# ---- design 1 ----
## src/rtl/frame_ring_pkg.sv

```systemverilog
// Shared types, default geometry constants and the free-buffer search used by
// the frame-buffer ring controller.
package frame_ring_pkg;

  typedef logic [1:0] buf_idx_t;

  localparam int DEFAULT_ADDR_W       = 20;
  localparam int DEFAULT_STRIDE       = 614400;
  localparam int DEFAULT_OFFSET_STEP  = 2300;
  localparam int DEFAULT_OFFSET_LIMIT = 32768;

  // Lowest buffer index that is neither the front nor the (valid) ready buffer.
  // Falls back to the front index when no buffer is free; callers guard that case.
  function automatic buf_idx_t next_free_idx(buf_idx_t front, buf_idx_t ready,
                                             logic ready_valid, int n);
    next_free_idx = front;
    for (int i = 3; i >= 0; i--) begin
      if (i < n && buf_idx_t'(i) != front && !(ready_valid && buf_idx_t'(i) == ready))
        next_free_idx = buf_idx_t'(i);
    end
  endfunction

endpackage

```

## src/rtl/detect_posedge.sv

```systemverilog
// Rising-edge detector: registers the previous level and flags level & ~prev.
module DetectPosedge (
  input  logic clock,
  input  logic reset_n,
  input  logic level,
  output logic pulse
);

  logic prev;

  always_ff @(posedge clock) begin
    if (!reset_n) prev <= 1'b0;
    else          prev <= level;
  end

  assign pulse = level & ~prev;

endmodule

```

## src/rtl/frame_offset_gen.sv

```systemverilog
// Per-frame SRAM offset generator: steps by OFFSET_STEP on each published frame
// and wraps to zero once the current offset has reached OFFSET_LIMIT.
module frame_offset_gen #(
  parameter int ADDR_W       = 20,
  parameter int OFFSET_STEP  = 2300,
  parameter int OFFSET_LIMIT = 32768
) (
  input  logic              clock,
  input  logic              reset_n,
  input  logic              advance,
  output logic [ADDR_W-1:0] current,
  output logic [ADDR_W-1:0] stepped
);

  localparam logic [ADDR_W-1:0] STEP_W  = ADDR_W'(OFFSET_STEP);
  localparam logic [ADDR_W-1:0] LIMIT_W = ADDR_W'(OFFSET_LIMIT);

  assign stepped = (current >= LIMIT_W) ? '0 : current + STEP_W;

  always_ff @(posedge clock) begin
    if (!reset_n)     current <= '0;
    else if (advance) current <= stepped;
  end

endmodule

```

## src/rtl/frame_ring_ctrl.sv

```systemverilog
// N-buffer frame ring between rasterizer (back) and display (front) with a
// one-deep ready slot. Optional FRAME_STATS_EN adds dropped/repeated counters.
module frame_ring_ctrl
  import frame_ring_pkg::*;
#(
  parameter int          NUM_BUFFERS   = 3,
  parameter int          ADDR_W        = DEFAULT_ADDR_W,
  parameter int unsigned BASE_ADDR     = 0,
  parameter int          BUFFER_STRIDE = DEFAULT_STRIDE,
  parameter int          OFFSET_STEP   = DEFAULT_OFFSET_STEP,
  parameter int          OFFSET_LIMIT  = DEFAULT_OFFSET_LIMIT
) (
  input  logic              clock,
  input  logic              reset_n,
  input  logic              pause,
  input  logic              rf_completed_frame,
  input  logic              dc_completed_frame,
  output logic [ADDR_W-1:0] front_buffer_addr,
  output logic [ADDR_W-1:0] back_buffer_addr,
  output logic [1:0]        front_idx,
  output logic              rf_stall,
`ifdef FRAME_STATS_EN
  output logic [15:0]       dropped_frames,
  output logic [15:0]       repeated_frames,
`endif
  output logic              swapped
);

  buf_idx_t          front_q, back_q, ready_q;
  buf_idx_t          front_d, back_d, ready_d;
  logic              ready_valid_q, ready_valid_d;
  logic              pend_rf_q, pend_rf_d, pend_dc_q, pend_dc_d;
  logic              rf_stall_d, swapped_d, advance;
  logic              rf_ev, dc_ev, rf_req, dc_req;
  logic [ADDR_W-1:0] offset_q [4];
  logic [ADDR_W-1:0] offset_d [4];
  logic [ADDR_W-1:0] cur_offset, stepped_offset;
`ifdef FRAME_STATS_EN
  logic              drop, repeat_ev;
`endif

  DetectPosedge u_rf_edge (.clock(clock), .reset_n(reset_n), .level(rf_completed_frame), .pulse(rf_ev));
  DetectPosedge u_dc_edge (.clock(clock), .reset_n(reset_n), .level(dc_completed_frame), .pulse(dc_ev));

  frame_offset_gen #(
    .ADDR_W(ADDR_W), .OFFSET_STEP(OFFSET_STEP), .OFFSET_LIMIT(OFFSET_LIMIT)
  ) u_offset_gen (
    .clock(clock), .reset_n(reset_n), .advance(advance),
    .current(cur_offset), .stepped(stepped_offset)
  );

  assign rf_req = pend_rf_q | rf_ev;
  assign dc_req = pend_dc_q | dc_ev;

  // Producer step first, then consumer step sees the post-producer ready slot.
  always_comb begin
    front_d       = front_q;
    back_d        = back_q;
    ready_d       = ready_q;
    ready_valid_d = ready_valid_q;
    offset_d      = offset_q;
    pend_rf_d     = rf_req;
    pend_dc_d     = dc_req;
    advance       = 1'b0;
    swapped_d     = 1'b0;
`ifdef FRAME_STATS_EN
    drop          = 1'b0;
    repeat_ev     = 1'b0;
`endif
    if (!pause) begin
      if (rf_req && !(NUM_BUFFERS == 2 && ready_valid_q)) begin
`ifdef FRAME_STATS_EN
        drop          = ready_valid_q;
`endif
        ready_d       = back_q;
        ready_valid_d = 1'b1;
        pend_rf_d     = 1'b0;
        advance       = 1'b1;
        if (NUM_BUFFERS > 2) begin
          back_d           = next_free_idx(front_q, back_q, 1'b1, NUM_BUFFERS);
          offset_d[back_d] = stepped_offset;
        end
      end
      if (dc_req) begin
        pend_dc_d = 1'b0;
        if (ready_valid_d) begin
          front_d       = ready_d;
          ready_valid_d = 1'b0;
          swapped_d     = 1'b1;
          // With two buffers the freed front is the only possible new back.
          if (NUM_BUFFERS == 2) begin
            back_d            = front_q;
            offset_d[front_q] = advance ? stepped_offset : cur_offset;
          end
        end else begin
`ifdef FRAME_STATS_EN
          repeat_ev = 1'b1;
`endif
        end
      end
    end
    rf_stall_d = pend_rf_d && (NUM_BUFFERS == 2) && ready_valid_d;
  end

  always_ff @(posedge clock) begin
    if (!reset_n) begin
      front_q       <= 2'd0;
      back_q        <= 2'd1;
      ready_q       <= 2'd0;
      ready_valid_q <= 1'b0;
      pend_rf_q     <= 1'b0;
      pend_dc_q     <= 1'b0;
      rf_stall      <= 1'b0;
      swapped       <= 1'b1;
      for (int i = 0; i < 4; i++) offset_q[i] <= '0;
    end else begin
      front_q       <= front_d;
      back_q        <= back_d;
      ready_q       <= ready_d;
      ready_valid_q <= ready_valid_d;
      pend_rf_q     <= pend_rf_d;
      pend_dc_q     <= pend_dc_d;
      rf_stall      <= rf_stall_d;
      swapped       <= swapped_d;
      offset_q      <= offset_d;
    end
  end

`ifdef FRAME_STATS_EN
  always_ff @(posedge clock) begin
    if (!reset_n) begin
      dropped_frames  <= '0;
      repeated_frames <= '0;
    end else begin
      if (drop && dropped_frames != 16'hFFFF)       dropped_frames  <= dropped_frames + 16'd1;
      if (repeat_ev && repeated_frames != 16'hFFFF) repeated_frames <= repeated_frames + 16'd1;
    end
  end
`endif

  assign front_idx         = front_q;
  assign front_buffer_addr = ADDR_W'(BASE_ADDR) + ADDR_W'(32'(front_q) * BUFFER_STRIDE) + offset_q[front_q];
  assign back_buffer_addr  = ADDR_W'(BASE_ADDR) + ADDR_W'(32'(back_q) * BUFFER_STRIDE) + offset_q[back_q];

endmodule

```

## config.mk

```make
export PLATFORM = sky130hd
export DESIGN_NAME = frame_ring_ctrl
export DESIGN_NICKNAME = d
export VERILOG_FILES = /design/src/rtl/frame_ring_pkg.sv /design/src/rtl/detect_posedge.sv /design/src/rtl/frame_offset_gen.sv /design/src/rtl/frame_ring_ctrl.sv
export SDC_FILE = /design/constraint.sdc
export NUM_CORES = 1
export LEC_CHECK = 0
export ABC_AREA = 1
export CAP_MARGIN = 20
export CORE_AREA = 3 3 175 92
export CTS_BUF_LIST = sky130_fd_sc_hd__clkbuf_16
export CTS_CLUSTER_SIZE = 12
export DETAILED_ROUTE_END_ITERATION = 12
export DIE_AREA = 0 0 178 95
export PLACE_DENSITY = 0.57
export SLEW_MARGIN = 40
export SYNTH_ARGS = -nofsm -noshare
export SYNTH_HDL_FRONTEND = slang
export SYNTH_SLANG_ARGS = --single-unit
export TNS_END_PERCENT = 5
```

## constraint.sdc

```tcl
create_clock -name clock -period 3.8 [get_ports clock]
set_input_delay 0.76 -clock clock [delete_from_list [all_inputs] [get_ports clock]]
set_output_delay 0.76 -clock clock [all_outputs]
set_load 0.02 [all_outputs]
```

# ---- design 2 ----
==> src/rtl/br_res_queue.sv <==
// Branch resolution queue: holds in-flight predictions in order and turns
// each resolve into a predictor update and, on a mispredict, a GHR repair.
module br_res_queue #(
  parameter int DEPTH  = 8,
  parameter int GHR_W  = 14,
  parameter int ADDR_W = 32
) (
  input  logic                       clk,
  input  logic                       reset,
  input  logic                       pre_valid,
  input  logic [ADDR_W-1:0]          pre_addr,
  input  logic                       pre_torn,
  input  logic [GHR_W-1:0]           pre_ghr,
  output logic                       pre_ready,
  input  logic                       res_valid,
  input  logic                       res_torn,
  output logic [ADDR_W-1:0]          up_addr,
  output logic                       PAs_up_en,
  output logic                       PAs_wr_data,
  output logic                       torf,
  output logic                       gshare_reen,
  output logic [GHR_W-1:0]           re_GHR,
  output logic [$clog2(DEPTH):0]     count,
  output logic                       res_err
);

  localparam int PW = $clog2(DEPTH);
  localparam int CW = PW + 1;

  typedef enum logic [1:0] {
    S_EMPTY,
    S_ACTIVE,
    S_FULL,
    S_RECOVER
  } state_e;

  logic [ADDR_W-1:0] addr_mem [DEPTH];
  logic              torn_mem [DEPTH];
  logic [GHR_W-1:0]  ghr_mem  [DEPTH];

  state_e            state_q, state_d;
  logic [PW-1:0]     head_q, head_d;
  logic [PW-1:0]     tail_q, tail_d;
  logic [CW-1:0]     count_q, count_d;

  logic [ADDR_W-1:0] up_addr_q;
  logic              up_en_q;
  logic              wr_data_q;
  logic              torf_q;
  logic              reen_q;
  logic [GHR_W-1:0]  re_ghr_q;
  logic              err_q;

  logic pop, push, mispred, head_torn;

  assign head_torn = torn_mem[head_q];
  assign pre_ready = (state_q == S_EMPTY) || (state_q == S_ACTIVE);

  always_comb begin
    pop     = res_valid && (count_q != '0);
    mispred = pop && (res_torn != head_torn);
    push    = pre_valid && pre_ready && !mispred;
    head_d  = head_q;
    tail_d  = tail_q;
    count_d = count_q;
    state_d = state_q;
    if (mispred) begin
      // Younger entries were fetched down the wrong path: drop them all.
      head_d  = '0;
      tail_d  = '0;
      count_d = '0;
      state_d = S_RECOVER;
    end else begin
      head_d  = head_q + PW'(pop);
      tail_d  = tail_q + PW'(push);
      count_d = count_q + CW'(push) - CW'(pop);
      if (count_d == '0) begin
        state_d = S_EMPTY;
      end else if (count_d == CW'(DEPTH)) begin
        state_d = S_FULL;
      end else begin
        state_d = S_ACTIVE;
      end
    end
  end

  always_ff @(posedge clk) begin
    if (push) begin
      addr_mem[tail_q] <= pre_addr;
      torn_mem[tail_q] <= pre_torn;
      ghr_mem[tail_q]  <= pre_ghr;
    end
  end

  always_ff @(posedge clk) begin
    if (reset) begin
      state_q   <= S_EMPTY;
      head_q    <= '0;
      tail_q    <= '0;
      count_q   <= '0;
      up_addr_q <= '0;
      up_en_q   <= 1'b0;
      wr_data_q <= 1'b0;
      torf_q    <= 1'b1;
      reen_q    <= 1'b0;
      re_ghr_q  <= '0;
      err_q     <= 1'b0;
    end else begin
      state_q <= state_d;
      head_q  <= head_d;
      tail_q  <= tail_d;
      count_q <= count_d;
      up_en_q <= pop;
      reen_q  <= mispred;
      err_q   <= res_valid && (count_q == '0);
      if (pop) begin
        up_addr_q <= addr_mem[head_q];
        wr_data_q <= res_torn;
        torf_q    <= (res_torn == head_torn);
      end
      if (mispred) begin
        re_ghr_q <= {ghr_mem[head_q][GHR_W-2:0], res_torn};
      end
    end
  end

  assign up_addr     = up_addr_q;
  assign PAs_up_en   = up_en_q;
  assign PAs_wr_data = wr_data_q;
  assign torf        = torf_q;
  assign gshare_reen = reen_q;
  assign re_GHR      = re_ghr_q;
  assign count       = count_q;
  assign res_err     = err_q;

endmodule

==> config.mk <==
export PLATFORM = sky130hd
export DESIGN_NAME = br_res_queue
export DESIGN_NICKNAME = d
export VERILOG_FILES = /design/src/rtl/br_res_queue.sv
export SDC_FILE = /design/constraint.sdc
export NUM_CORES = 1
export LEC_CHECK = 0
export ABC_AREA = 1
export CAP_MARGIN = 20
export CORE_ASPECT_RATIO = 2
export CORE_UTILIZATION = 53
export CTS_CLUSTER_DIAMETER = 40
export DETAILED_ROUTE_END_ITERATION = 8
export HOLD_SLACK_MARGIN = 0.05
export PLACE_DENSITY = 0.73
export REMOVE_ABC_BUFFERS = 1
export SETUP_SLACK_MARGIN = 0.4
export SKIP_LAST_GASP = 1
export SLEW_MARGIN = 30
export SYNTH_ARGS = -nofsm -noshare
export SYNTH_HDL_FRONTEND = slang
export SYNTH_SLANG_ARGS = --single-unit
==> constraint.sdc <==
create_clock -name clk -period 6 [get_ports clk]
set_input_delay 1.5 -clock clk [delete_from_list [all_inputs] [get_ports clk]]
set_output_delay 1.5 -clock clk [all_outputs]
set_load 0.005 [all_outputs]
# ---- design 3 ----
$ cat src/rtl/fp32_mac_pkg.sv
// fp32_mac_pkg: shared types and constants for the FP32 MAC dot-product
// sequencer (state encoding, FP32 width/zero, parameter defaults).
package fp32_mac_pkg;

  localparam int          FP32_W          = 32;
  localparam logic [31:0] FP32_POS_ZERO   = 32'h0000_0000;
  localparam int          DEF_START_HOLD  = 2;
  localparam int          DEF_TIMEOUT_CYC = 1024;

  typedef enum logic [2:0] {
    S_IDLE    = 3'd0,
    S_FETCH   = 3'd1,
    S_ISSUE   = 3'd2,
    S_WAIT_LO = 3'd3,
    S_WAIT_HI = 3'd4,
    S_DONE    = 3'd5
  } seq_state_t;

endpackage

$ cat src/rtl/fp32_mac_seq_handshake.sv
// fp32_mac_seq_handshake: start/completion tracker for one MAC operation.
// Holds mac_start high for START_HOLD cycles, then waits for the MAC done
// level to drop (start accepted) and rise again (result ready).
// Optional: FP32_MAC_SEQ_TIMEOUT_EN bounds the wait to TIMEOUT_CYC cycles.
// Ports:
//   CLK_I, RST_I     clock, async active-high reset
//   go               one-cycle request to start an operation
//   mac_done_i       MAC done level
//   mac_start        registered start level to the MAC
//   done_pulse       one cycle, the new result is on the MAC result bus
//   timeout_pulse    one cycle, the wait expired (0 when feature is off)
module fp32_mac_seq_handshake
  import fp32_mac_pkg::*;
#(
  parameter int START_HOLD  = DEF_START_HOLD,
  parameter int TIMEOUT_CYC = DEF_TIMEOUT_CYC
) (
  input  logic CLK_I,
  input  logic RST_I,
  input  logic go,
  input  logic mac_done_i,
  output logic mac_start,
  output logic done_pulse,
  output logic timeout_pulse
);

  localparam int HW = $clog2(START_HOLD + 1);

  seq_state_t      ph;
  logic [HW-1:0]   hold_cnt;
  logic            waiting;

  assign waiting    = (ph == S_WAIT_LO) || (ph == S_WAIT_HI);
  // Completion only counts after done was seen low, so a stale high level
  // left over from the previous result can never satisfy it.
  assign done_pulse = (ph == S_WAIT_HI) && mac_done_i;

`ifdef FP32_MAC_SEQ_TIMEOUT_EN
  localparam int TW = $clog2(TIMEOUT_CYC) + 1;
  logic [TW-1:0] tcnt;

  assign timeout_pulse = waiting && !done_pulse && (tcnt == TW'(TIMEOUT_CYC - 1));

  always_ff @(posedge CLK_I or posedge RST_I) begin
    if (RST_I)         tcnt <= '0;
    else if (!waiting) tcnt <= '0;
    else               tcnt <= tcnt + 1'b1;
  end
`else
  assign timeout_pulse = 1'b0;
`endif

  always_ff @(posedge CLK_I or posedge RST_I) begin
    if (RST_I) begin
      ph        <= S_IDLE;
      mac_start <= 1'b0;
      hold_cnt  <= '0;
    end else begin
      case (ph)
        S_IDLE: if (go) begin
          ph        <= S_ISSUE;
          mac_start <= 1'b1;
          hold_cnt  <= '0;
        end
        S_ISSUE: begin
          if (hold_cnt == HW'(START_HOLD - 1)) begin
            ph        <= S_WAIT_LO;
            mac_start <= 1'b0;
          end else begin
            hold_cnt  <= hold_cnt + 1'b1;
          end
        end
        S_WAIT_LO: if (!mac_done_i) ph <= S_WAIT_HI;
        S_WAIT_HI: if (mac_done_i)  ph <= S_IDLE;
        default:   ph <= S_IDLE;
      endcase
      if (timeout_pulse) ph <= S_IDLE;
    end
  end

endmodule

$ cat src/rtl/fp32_mac_sequencer.sv
// fp32_mac_sequencer: drives a multi-cycle FP32 MAC as a dot-product engine,
// acc = acc_init + sum(alpha[k]*bravo[k]) over cmd_len operand pairs.
// Optional: FP32_MAC_SEQ_TIMEOUT_EN enables the MAC completion timeout
// (result flagged with res_err_o, carrying the last good accumulator).
// Ports:
//   CLK_I, RST_I                         clock, async active-high reset
//   cmd_valid/ready, cmd_len, cmd_acc    job command
//   op_valid/ready, op_alpha, op_bravo   operand pair stream
//   mac_alpha/bravo/acc, mac_start       registered MAC inputs
//   mac_done_i, mac_result_i             MAC done level and result
//   res_valid/ready, res_data, res_err   final result
//   busy_o                               job in progress
module fp32_mac_sequencer
  import fp32_mac_pkg::*;
#(
  parameter int LEN_W       = 16,
  parameter int TIMEOUT_CYC = DEF_TIMEOUT_CYC,
  parameter int START_HOLD  = DEF_START_HOLD
) (
  input  logic              CLK_I,
  input  logic              RST_I,
  input  logic              cmd_valid_i,
  output logic              cmd_ready_o,
  input  logic [LEN_W-1:0]  cmd_len_i,
  input  logic [FP32_W-1:0] cmd_acc_i,
  input  logic              op_valid_i,
  output logic              op_ready_o,
  input  logic [FP32_W-1:0] op_alpha_i,
  input  logic [FP32_W-1:0] op_bravo_i,
  output logic [FP32_W-1:0] mac_alpha_o,
  output logic [FP32_W-1:0] mac_bravo_o,
  output logic [FP32_W-1:0] mac_acc_o,
  output logic              mac_start_o,
  input  logic              mac_done_i,
  input  logic [FP32_W-1:0] mac_result_i,
  output logic              res_valid_o,
  input  logic              res_ready_i,
  output logic [FP32_W-1:0] res_data_o,
  output logic              res_err_o,
  output logic              busy_o
);

  // The top FSM stays in S_ISSUE for the whole MAC operation; the tracker
  // walks its own ISSUE -> WAIT_LO -> WAIT_HI sub-phases.
  seq_state_t        state;
  logic [LEN_W-1:0]  len_rem;
  logic [FP32_W-1:0] acc;
  logic              go, hs_done, hs_timeout;

  assign cmd_ready_o = (state == S_IDLE);
  assign op_ready_o  = (state == S_FETCH);
  assign busy_o      = (state != S_IDLE);
  assign go          = (state == S_FETCH) && op_valid_i;

  fp32_mac_seq_handshake #(
    .START_HOLD  (START_HOLD),
    .TIMEOUT_CYC (TIMEOUT_CYC)
  ) u_hs (
    .CLK_I         (CLK_I),
    .RST_I         (RST_I),
    .go            (go),
    .mac_done_i    (mac_done_i),
    .mac_start     (mac_start_o),
    .done_pulse    (hs_done),
    .timeout_pulse (hs_timeout)
  );

  always_ff @(posedge CLK_I or posedge RST_I) begin
    if (RST_I) begin
      state       <= S_IDLE;
      len_rem     <= '0;
      acc         <= FP32_POS_ZERO;
      mac_alpha_o <= '0;
      mac_bravo_o <= '0;
      mac_acc_o   <= '0;
      res_valid_o <= 1'b0;
      res_data_o  <= '0;
      res_err_o   <= 1'b0;
    end else begin
      case (state)
        S_IDLE: if (cmd_valid_i) begin
          acc     <= cmd_acc_i;
          len_rem <= cmd_len_i;
          if (cmd_len_i == '0) begin
            state       <= S_DONE;
            res_valid_o <= 1'b1;
            res_data_o  <= cmd_acc_i;
          end else begin
            state       <= S_FETCH;
          end
        end
        S_FETCH: if (op_valid_i) begin
          mac_alpha_o <= op_alpha_i;
          mac_bravo_o <= op_bravo_i;
          mac_acc_o   <= acc;
          state       <= S_ISSUE;
        end
        S_ISSUE: begin
          if (hs_done) begin
            acc     <= mac_result_i;
            len_rem <= len_rem - 1'b1;
            if (len_rem == LEN_W'(1)) begin
              state       <= S_DONE;
              res_valid_o <= 1'b1;
              res_data_o  <= mac_result_i;
            end else begin
              state       <= S_FETCH;
            end
          end else if (hs_timeout) begin
            // Abandon the job; unconsumed operands stay in the stream.
            state       <= S_DONE;
            res_valid_o <= 1'b1;
            res_data_o  <= acc;
            res_err_o   <= 1'b1;
          end
        end
        S_DONE: if (res_ready_i) begin
          state       <= S_IDLE;
          res_valid_o <= 1'b0;
          res_err_o   <= 1'b0;
        end
        default: state <= S_IDLE;
      endcase
    end
  end

endmodule

$ cat config.mk
export PLATFORM = sky130hd
export DESIGN_NAME = fp32_mac_sequencer
export DESIGN_NICKNAME = d
export VERILOG_FILES = /design/src/rtl/fp32_mac_pkg.sv /design/src/rtl/fp32_mac_seq_handshake.sv /design/src/rtl/fp32_mac_sequencer.sv
export SDC_FILE = /design/constraint.sdc
export NUM_CORES = 1
export LEC_CHECK = 0
export CAP_MARGIN = 20
export CORE_ASPECT_RATIO = 1.1
export CORE_MARGIN = 2
export CORE_UTILIZATION = 30
export CTS_BUF_LIST = sky130_fd_sc_hd__clkbuf_4 sky130_fd_sc_hd__clkbuf_8 sky130_fd_sc_hd__clkbuf_16
export DETAILED_ROUTE_END_ITERATION = 7
export DONT_BUFFER_PORTS = 1
export MAX_ROUTING_LAYER = met4
export PLACE_DENSITY = 0.55
export SYNTH_ARGS = -nofsm -noshare
export SYNTH_HDL_FRONTEND = slang
export SYNTH_SLANG_ARGS = --single-unit
$ cat constraint.sdc
create_clock -name CLK_I -period 8.9 [get_ports CLK_I]
set_input_delay 1.78 -clock CLK_I [delete_from_list [all_inputs] [get_ports CLK_I]]
set_output_delay 1.78 -clock CLK_I [all_outputs]
set_load 0.1 [all_outputs]
==> design_1/zoom.png <==
Scale bar: 10 µm. Window x 32 to 57, y 11 to 36 µm. Cells in gray, sequential cells in the stronger gray; small squares are vias.
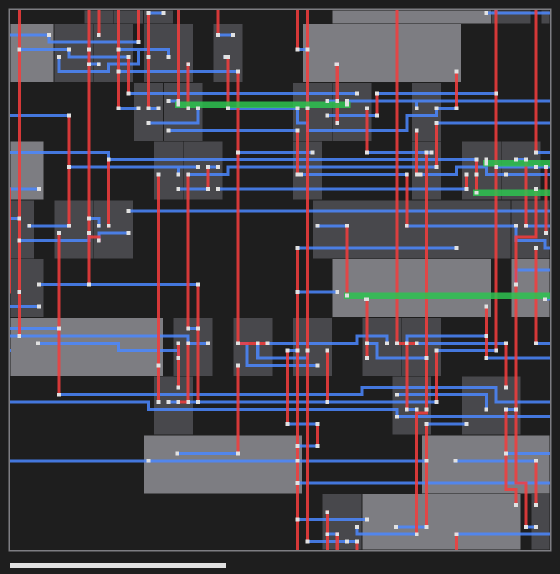
layer	color
met1	blue
met2	red
met3	green
cells with their middle in the window	37
sequential cells in the window	6
netlist names of flops here include	offset_q (4)
most frequent	o21ai_0 (10), a21oi_1 (8), dfxtp_1 (6)

==> run summary, design 1 <==
The run has ended; figures from its reports follow.

The endpoint of the worst hold-timing path is u_offset_gen.current[18]. The clock latency on the worst-skew pair came out at 0.36 ns. OpenSTA lists the critical path endpoint as front_buffer_addr[18]. The highest attainable clock frequency came out at 265 MHz. The global-route total usage across every layer came out at 20.6%. The final routed wire length divided by cell count came out at 16.0 µm. Yosys attributes the largest share of cell area to sky130_fd_sc_hd__dfxtp_1, sky130_fd_sc_hd__o21ai_0, sky130_fd_sc_hd__nor2_1.

The maximum clock insertion buffer count came out at 2. The vertical die dimension came out at 95 µm. The count of standard-cell rows came out at 31.

The data arrival time of the critical path came out at 3.01 ns. The number of warnings issued by yosys is 0. Per the Yosys statistics, synthesis produced 828 cells. The sum of net half-perimeters after detailed placement came out at 11.1 mm.

The category of the critical setup timing path is reg -> out. The most common cell after layout, fill and taps aside is sky130_fd_sc_hd__nor2_1. The number of flip-flops and latches in the synthesized netlist is 112. Of all nets on the critical path, the largest fanout is 22.

For this run, asynchronously set or reset flops after synthesis account for 0%. The synthesized area is 5810 µm². The cell class contributing the biggest share of worst-path delay is buffers and inverters.

The number of pins exceeding their max-slew limit in the final report came out at 0. The capture point of the worst register-to-register path is recorded as offset_q[75].

The flow ran to the end, and the final reports show no timing, DRC or antenna violations. Entering global routing, the biggest net connects 93 pins. The floorplan net count came out at 858. The register area share after synthesis is 38.6%. The remaining number of nets flagged by the antenna check after routing came out at 0. The detail-routed via count per cell is 5.21. The net count of the finished layout is 883. Counting stages on the worst path, the most repeated cell is sky130_fd_sc_hd__nand2_1. The number of cells upsized or downsized after cts is 4. The final weighted congestion in routability-driven placement came out at 0.833.
[design 1: layout make-up]
type / instances / area [µm²] / area share, %
multi-input combinational: 597 / 3080 / 45.7
clock inverter: 7 / 53.8 / 0.797
inverter: 69 / 264 / 3.91
clock buffer: 9 / 225 / 3.34
tap: 198 / 248 / 3.67
timing repair buffer: 64 / 633 / 9.38
sequential: 112 / 2240 / 33.2
[design 1: logic make-up after synthesis]
group / Yosys count / synth area share, %
AND/OR/NAND/NOR: 286 / 20.6
XOR/XNOR: 8 / 1.21
adder cells (fa/ha/maj): 25 / 5.64
buffers and inverters: 119 / 8.33
flip-flops: 112 / 38.6
other: 1 / 0.0645
AND-OR/OR-AND: 277 / 25.6
[design 1: tightest hold or removal path: cells and delay by family (launching register included)]
family	cells	cell delay [ns]
AND/OR/NAND/NOR	2	0.09
flip-flops	1	0.31
[design 1: per-layer routing]
| metal | vias to the layer above | GRT usage [%] | routed length [µm] |
|---|---|---|---|
| li1 | 2810 | - | - |
| met5 | - | 0 | 0 |
| met1 | 2518 | 29.9 | 8300 |
| met3 | 17 | 3.33 | 1030 |
| met4 | 0 | 4.44 | 185 |
| met2 | 152 | 32.2 | 7360 |
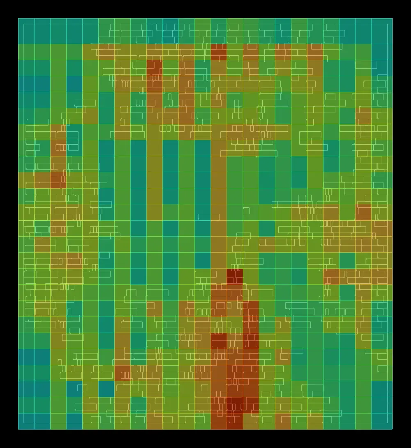
(design_3/final_congestion.png)
overall track demand over capacity in global routing: 13.5%
met3 track utilization from global routing: 4.25%

==> run summary, design 3 <==
The run has ended; figures from its reports follow.

The flow ran to the end, and the final reports show no timing, DRC or antenna violations. The worst clock skew came out at 0.0141 ns. Per the cell usage report, the commonest logic cell in the layout is sky130_fd_sc_hd__dfrtp_1.

Clock tree synthesis inserted a total of 17 buffers. STA puts the critical path data required time at 7.12 ns. The element type at the critical path start is a flop. The number of maximum-capacitance violations came out at 0.

Per the Yosys statistics, synthesis produced 627 cells. The CTS tree is yes. The chip area is 28400 µm². The number of standard cells in the final layout excluding fillers is 988.

The total DRC errors in the routed layout came out at 0. The post-route worst setup slack came out at 4.83 ns. Counting along the longest clock path gives a buffer depth of 2.

After detailed routing, the number of vias per cell comes to 4.80. The number of warnings issued by yosys came out at 0. The adder-cell share of the synthesized area came out at 0.463%. The effective utilization at floorplan is 30.3%. In the setup report, the worst path falls into the class reg -> out. The warning total across the stage logs came out at 29.

The report puts the hold buffer count at CTS at 0. Looking at the worst setup and hold paths, the clock pins of their registers show a slew of 0.08 ns. The transition time at the pin with the least slew margin came out at 1.11 ns. The post-route core utilization is 33.7%. The worst-case setup slack after placement came out at 5.00 ns. The final instance area is 9030 µm². For this block, the via count after detailed routing is 4745. Sequential elements use 57.4% of the synthesized area. The final weighted congestion in routability-driven placement came out at 0.795. Looking at the cell usage after synthesis, the top flip-flop cell is sky130_fd_sc_hd__dfrtp_1. The final timing report lists a hold violation count of 0.

STA reports the tightest min-delay check as being of type reg -> reg. In this run the count of I/O pins placed on the die edge is 284. Cells with a size suffix above 1 make up 34.2% of the layout.
==> design 3: routing by layer <==
metal / vias up / global-route usage (%) / share of wire, %
met3: 22 / 4.25 / 6.9
met4: 0 / 5.54 / 2.1
met5: - / - / 0
met2: 190 / 21.0 / 49
met1: 2344 / 16.3 / 42
li1: 2189 / - / -
==> design 3: critical path, cell delays in order (launching register included) <==
cell and delay, ns:
sky130_fd_sc_hd__dfrtp_1 0.48, sky130_fd_sc_hd__or3_1 0.78, sky130_fd_sc_hd__inv_2 0.58
==> design 3: cell type report <==
type | instances | area (µm²)
Fill cell | 2671 | 17800
Sequential cell | 186 | 4650
Multi-Input combinational cell | 399 | 3230
Tap cell | 357 | 447
Clock buffer | 18 | 439
Clock inverter | 14 | 185
Timing Repair Buffer | 6 | 45.0
Inverter | 8 | 37.5
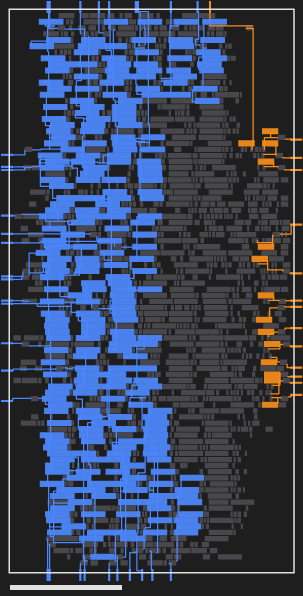
(design_2/port_nets.png)
Scale bar: 50 µm.
port	color	bits	direction	edge	end cells	buffers	wire
re_GHR	orange	14	output	13 right, 1 top	14	14	259 µm
pre_addr	blue	32	input	13 left, 10 bottom, 9 top	256	32	2620 µm
number of buffers added on ports: 106
IO Pins: 108

==> run summary, design 2 <==
The run has ended; figures from its reports follow.

The area fraction in and, or, nand and nor cells came out at 11.7%. For this run the aggregate overflow at the end of global routing stands at 0. The CTS tree is yes. Timing analysis after detailed placement gives a worst setup slack of 1.54 ns. The warning total across the stage logs is 30.

The multiplexer share of the synthesized area is 0%. The category of the critical setup timing path is in -> reg. The flow ran to the end, and the final reports show no timing, DRC or antenna violations.

The total area inside the core boundary comes to 30700 µm². Of the total synthesized cell area, the portion taken by XOR and XNOR cells is 0.212%. The global-route total usage across every layer came out at 22.4%.

The number of buffers added to fix hold violations after cts came out at 0. The multi-input gate share of the layout cell area came out at 19.5%. The gate count of the mapped netlist came out at 1320. Among all cell classes, the greatest summed area belongs to registers. The worst clock skew came out at 0.0151 ns. The share of the Yosys chip area taken by registers is 74.5%.

Global routing used 26.7% of the available met1 tracks. Looking at the worst setup and hold paths, the clock pins of their registers show a slew of 0.07 ns. The number of flip-flops and latches in the synthesized netlist came out at 430. In the layout the commonest cells are sky130_fd_sc_hd__edfxtp_1, sky130_fd_sc_hd__nor2_1, sky130_fd_sc_hd__o21ai_0. The average instance in the mapped netlist occupies 12.5 µm².

The critical register-to-register path startpoint is head_q[0]. The number of sinks on the clock net came out at 430. The adder-cell share of the synthesized area came out at 0.804%. The number of global-route vias before repair came out at 10.3k. Looking at the max-slew report, the worst-margin pin has a slew of 0.984 ns.
design 2: worst max-delay path: cells and delay by family:
family,cells,cell delay (ns)
XOR/XNOR,1,0.25
AND/OR/NAND/NOR,4,0.35
adder cells (fa/ha/maj),3,0.93
buffers and inverters,5,1.33
design 2: worst min path at each step:
stage / start / endpoint / slack, ns / cells after the start
3_5_place_dp: re_GHR[13] / re_GHR[13] / 0.46 / 2
2_1_floorplan: re_GHR[0] / re_GHR[0] / 0.46 / 2
6_report: re_GHR[13] / re_GHR[13] / 0.46 / 2
4_1_cts: re_GHR[13] / re_GHR[13] / 0.47 / 2
3_3_place_gp: re_GHR[0] / re_GHR[0] / 0.46 / 2
5_1_grt: re_GHR[10] / re_GHR[10] / 0.48 / 2
design 2: synthesized netlist by cell type (all sizes together):
cell type and n:
a21oi 34, buf 39, clkbuf 47, dfxtp 62, edfxtp 368, fa 1
ha 9, inv 35, nand2 156, nand3 123, nor2 185, o211ai 32
o21ai 193, o22ai 32, xnor2 4


## Gallery

Gate-type map.
Plate I
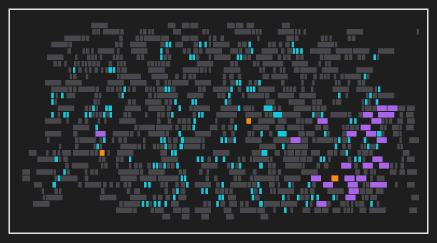
Plate II
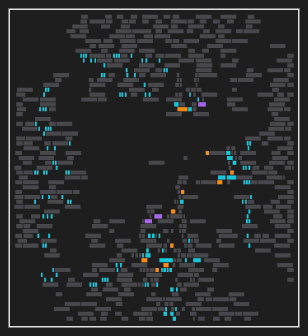
Plate III
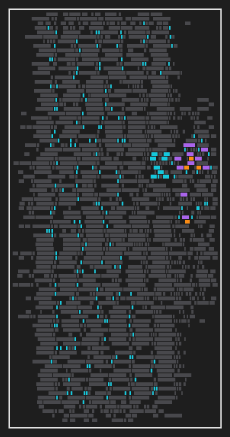
Of these, most cells: Plate III
Plate III comes from design 2.
Plate II comes from design 3.
Plate I comes from design 1.

Key to Plate I:
family	color	cells
NOR gates	cyan	149
AND and OR gates	orange	3
adder and majority cells	purple	25

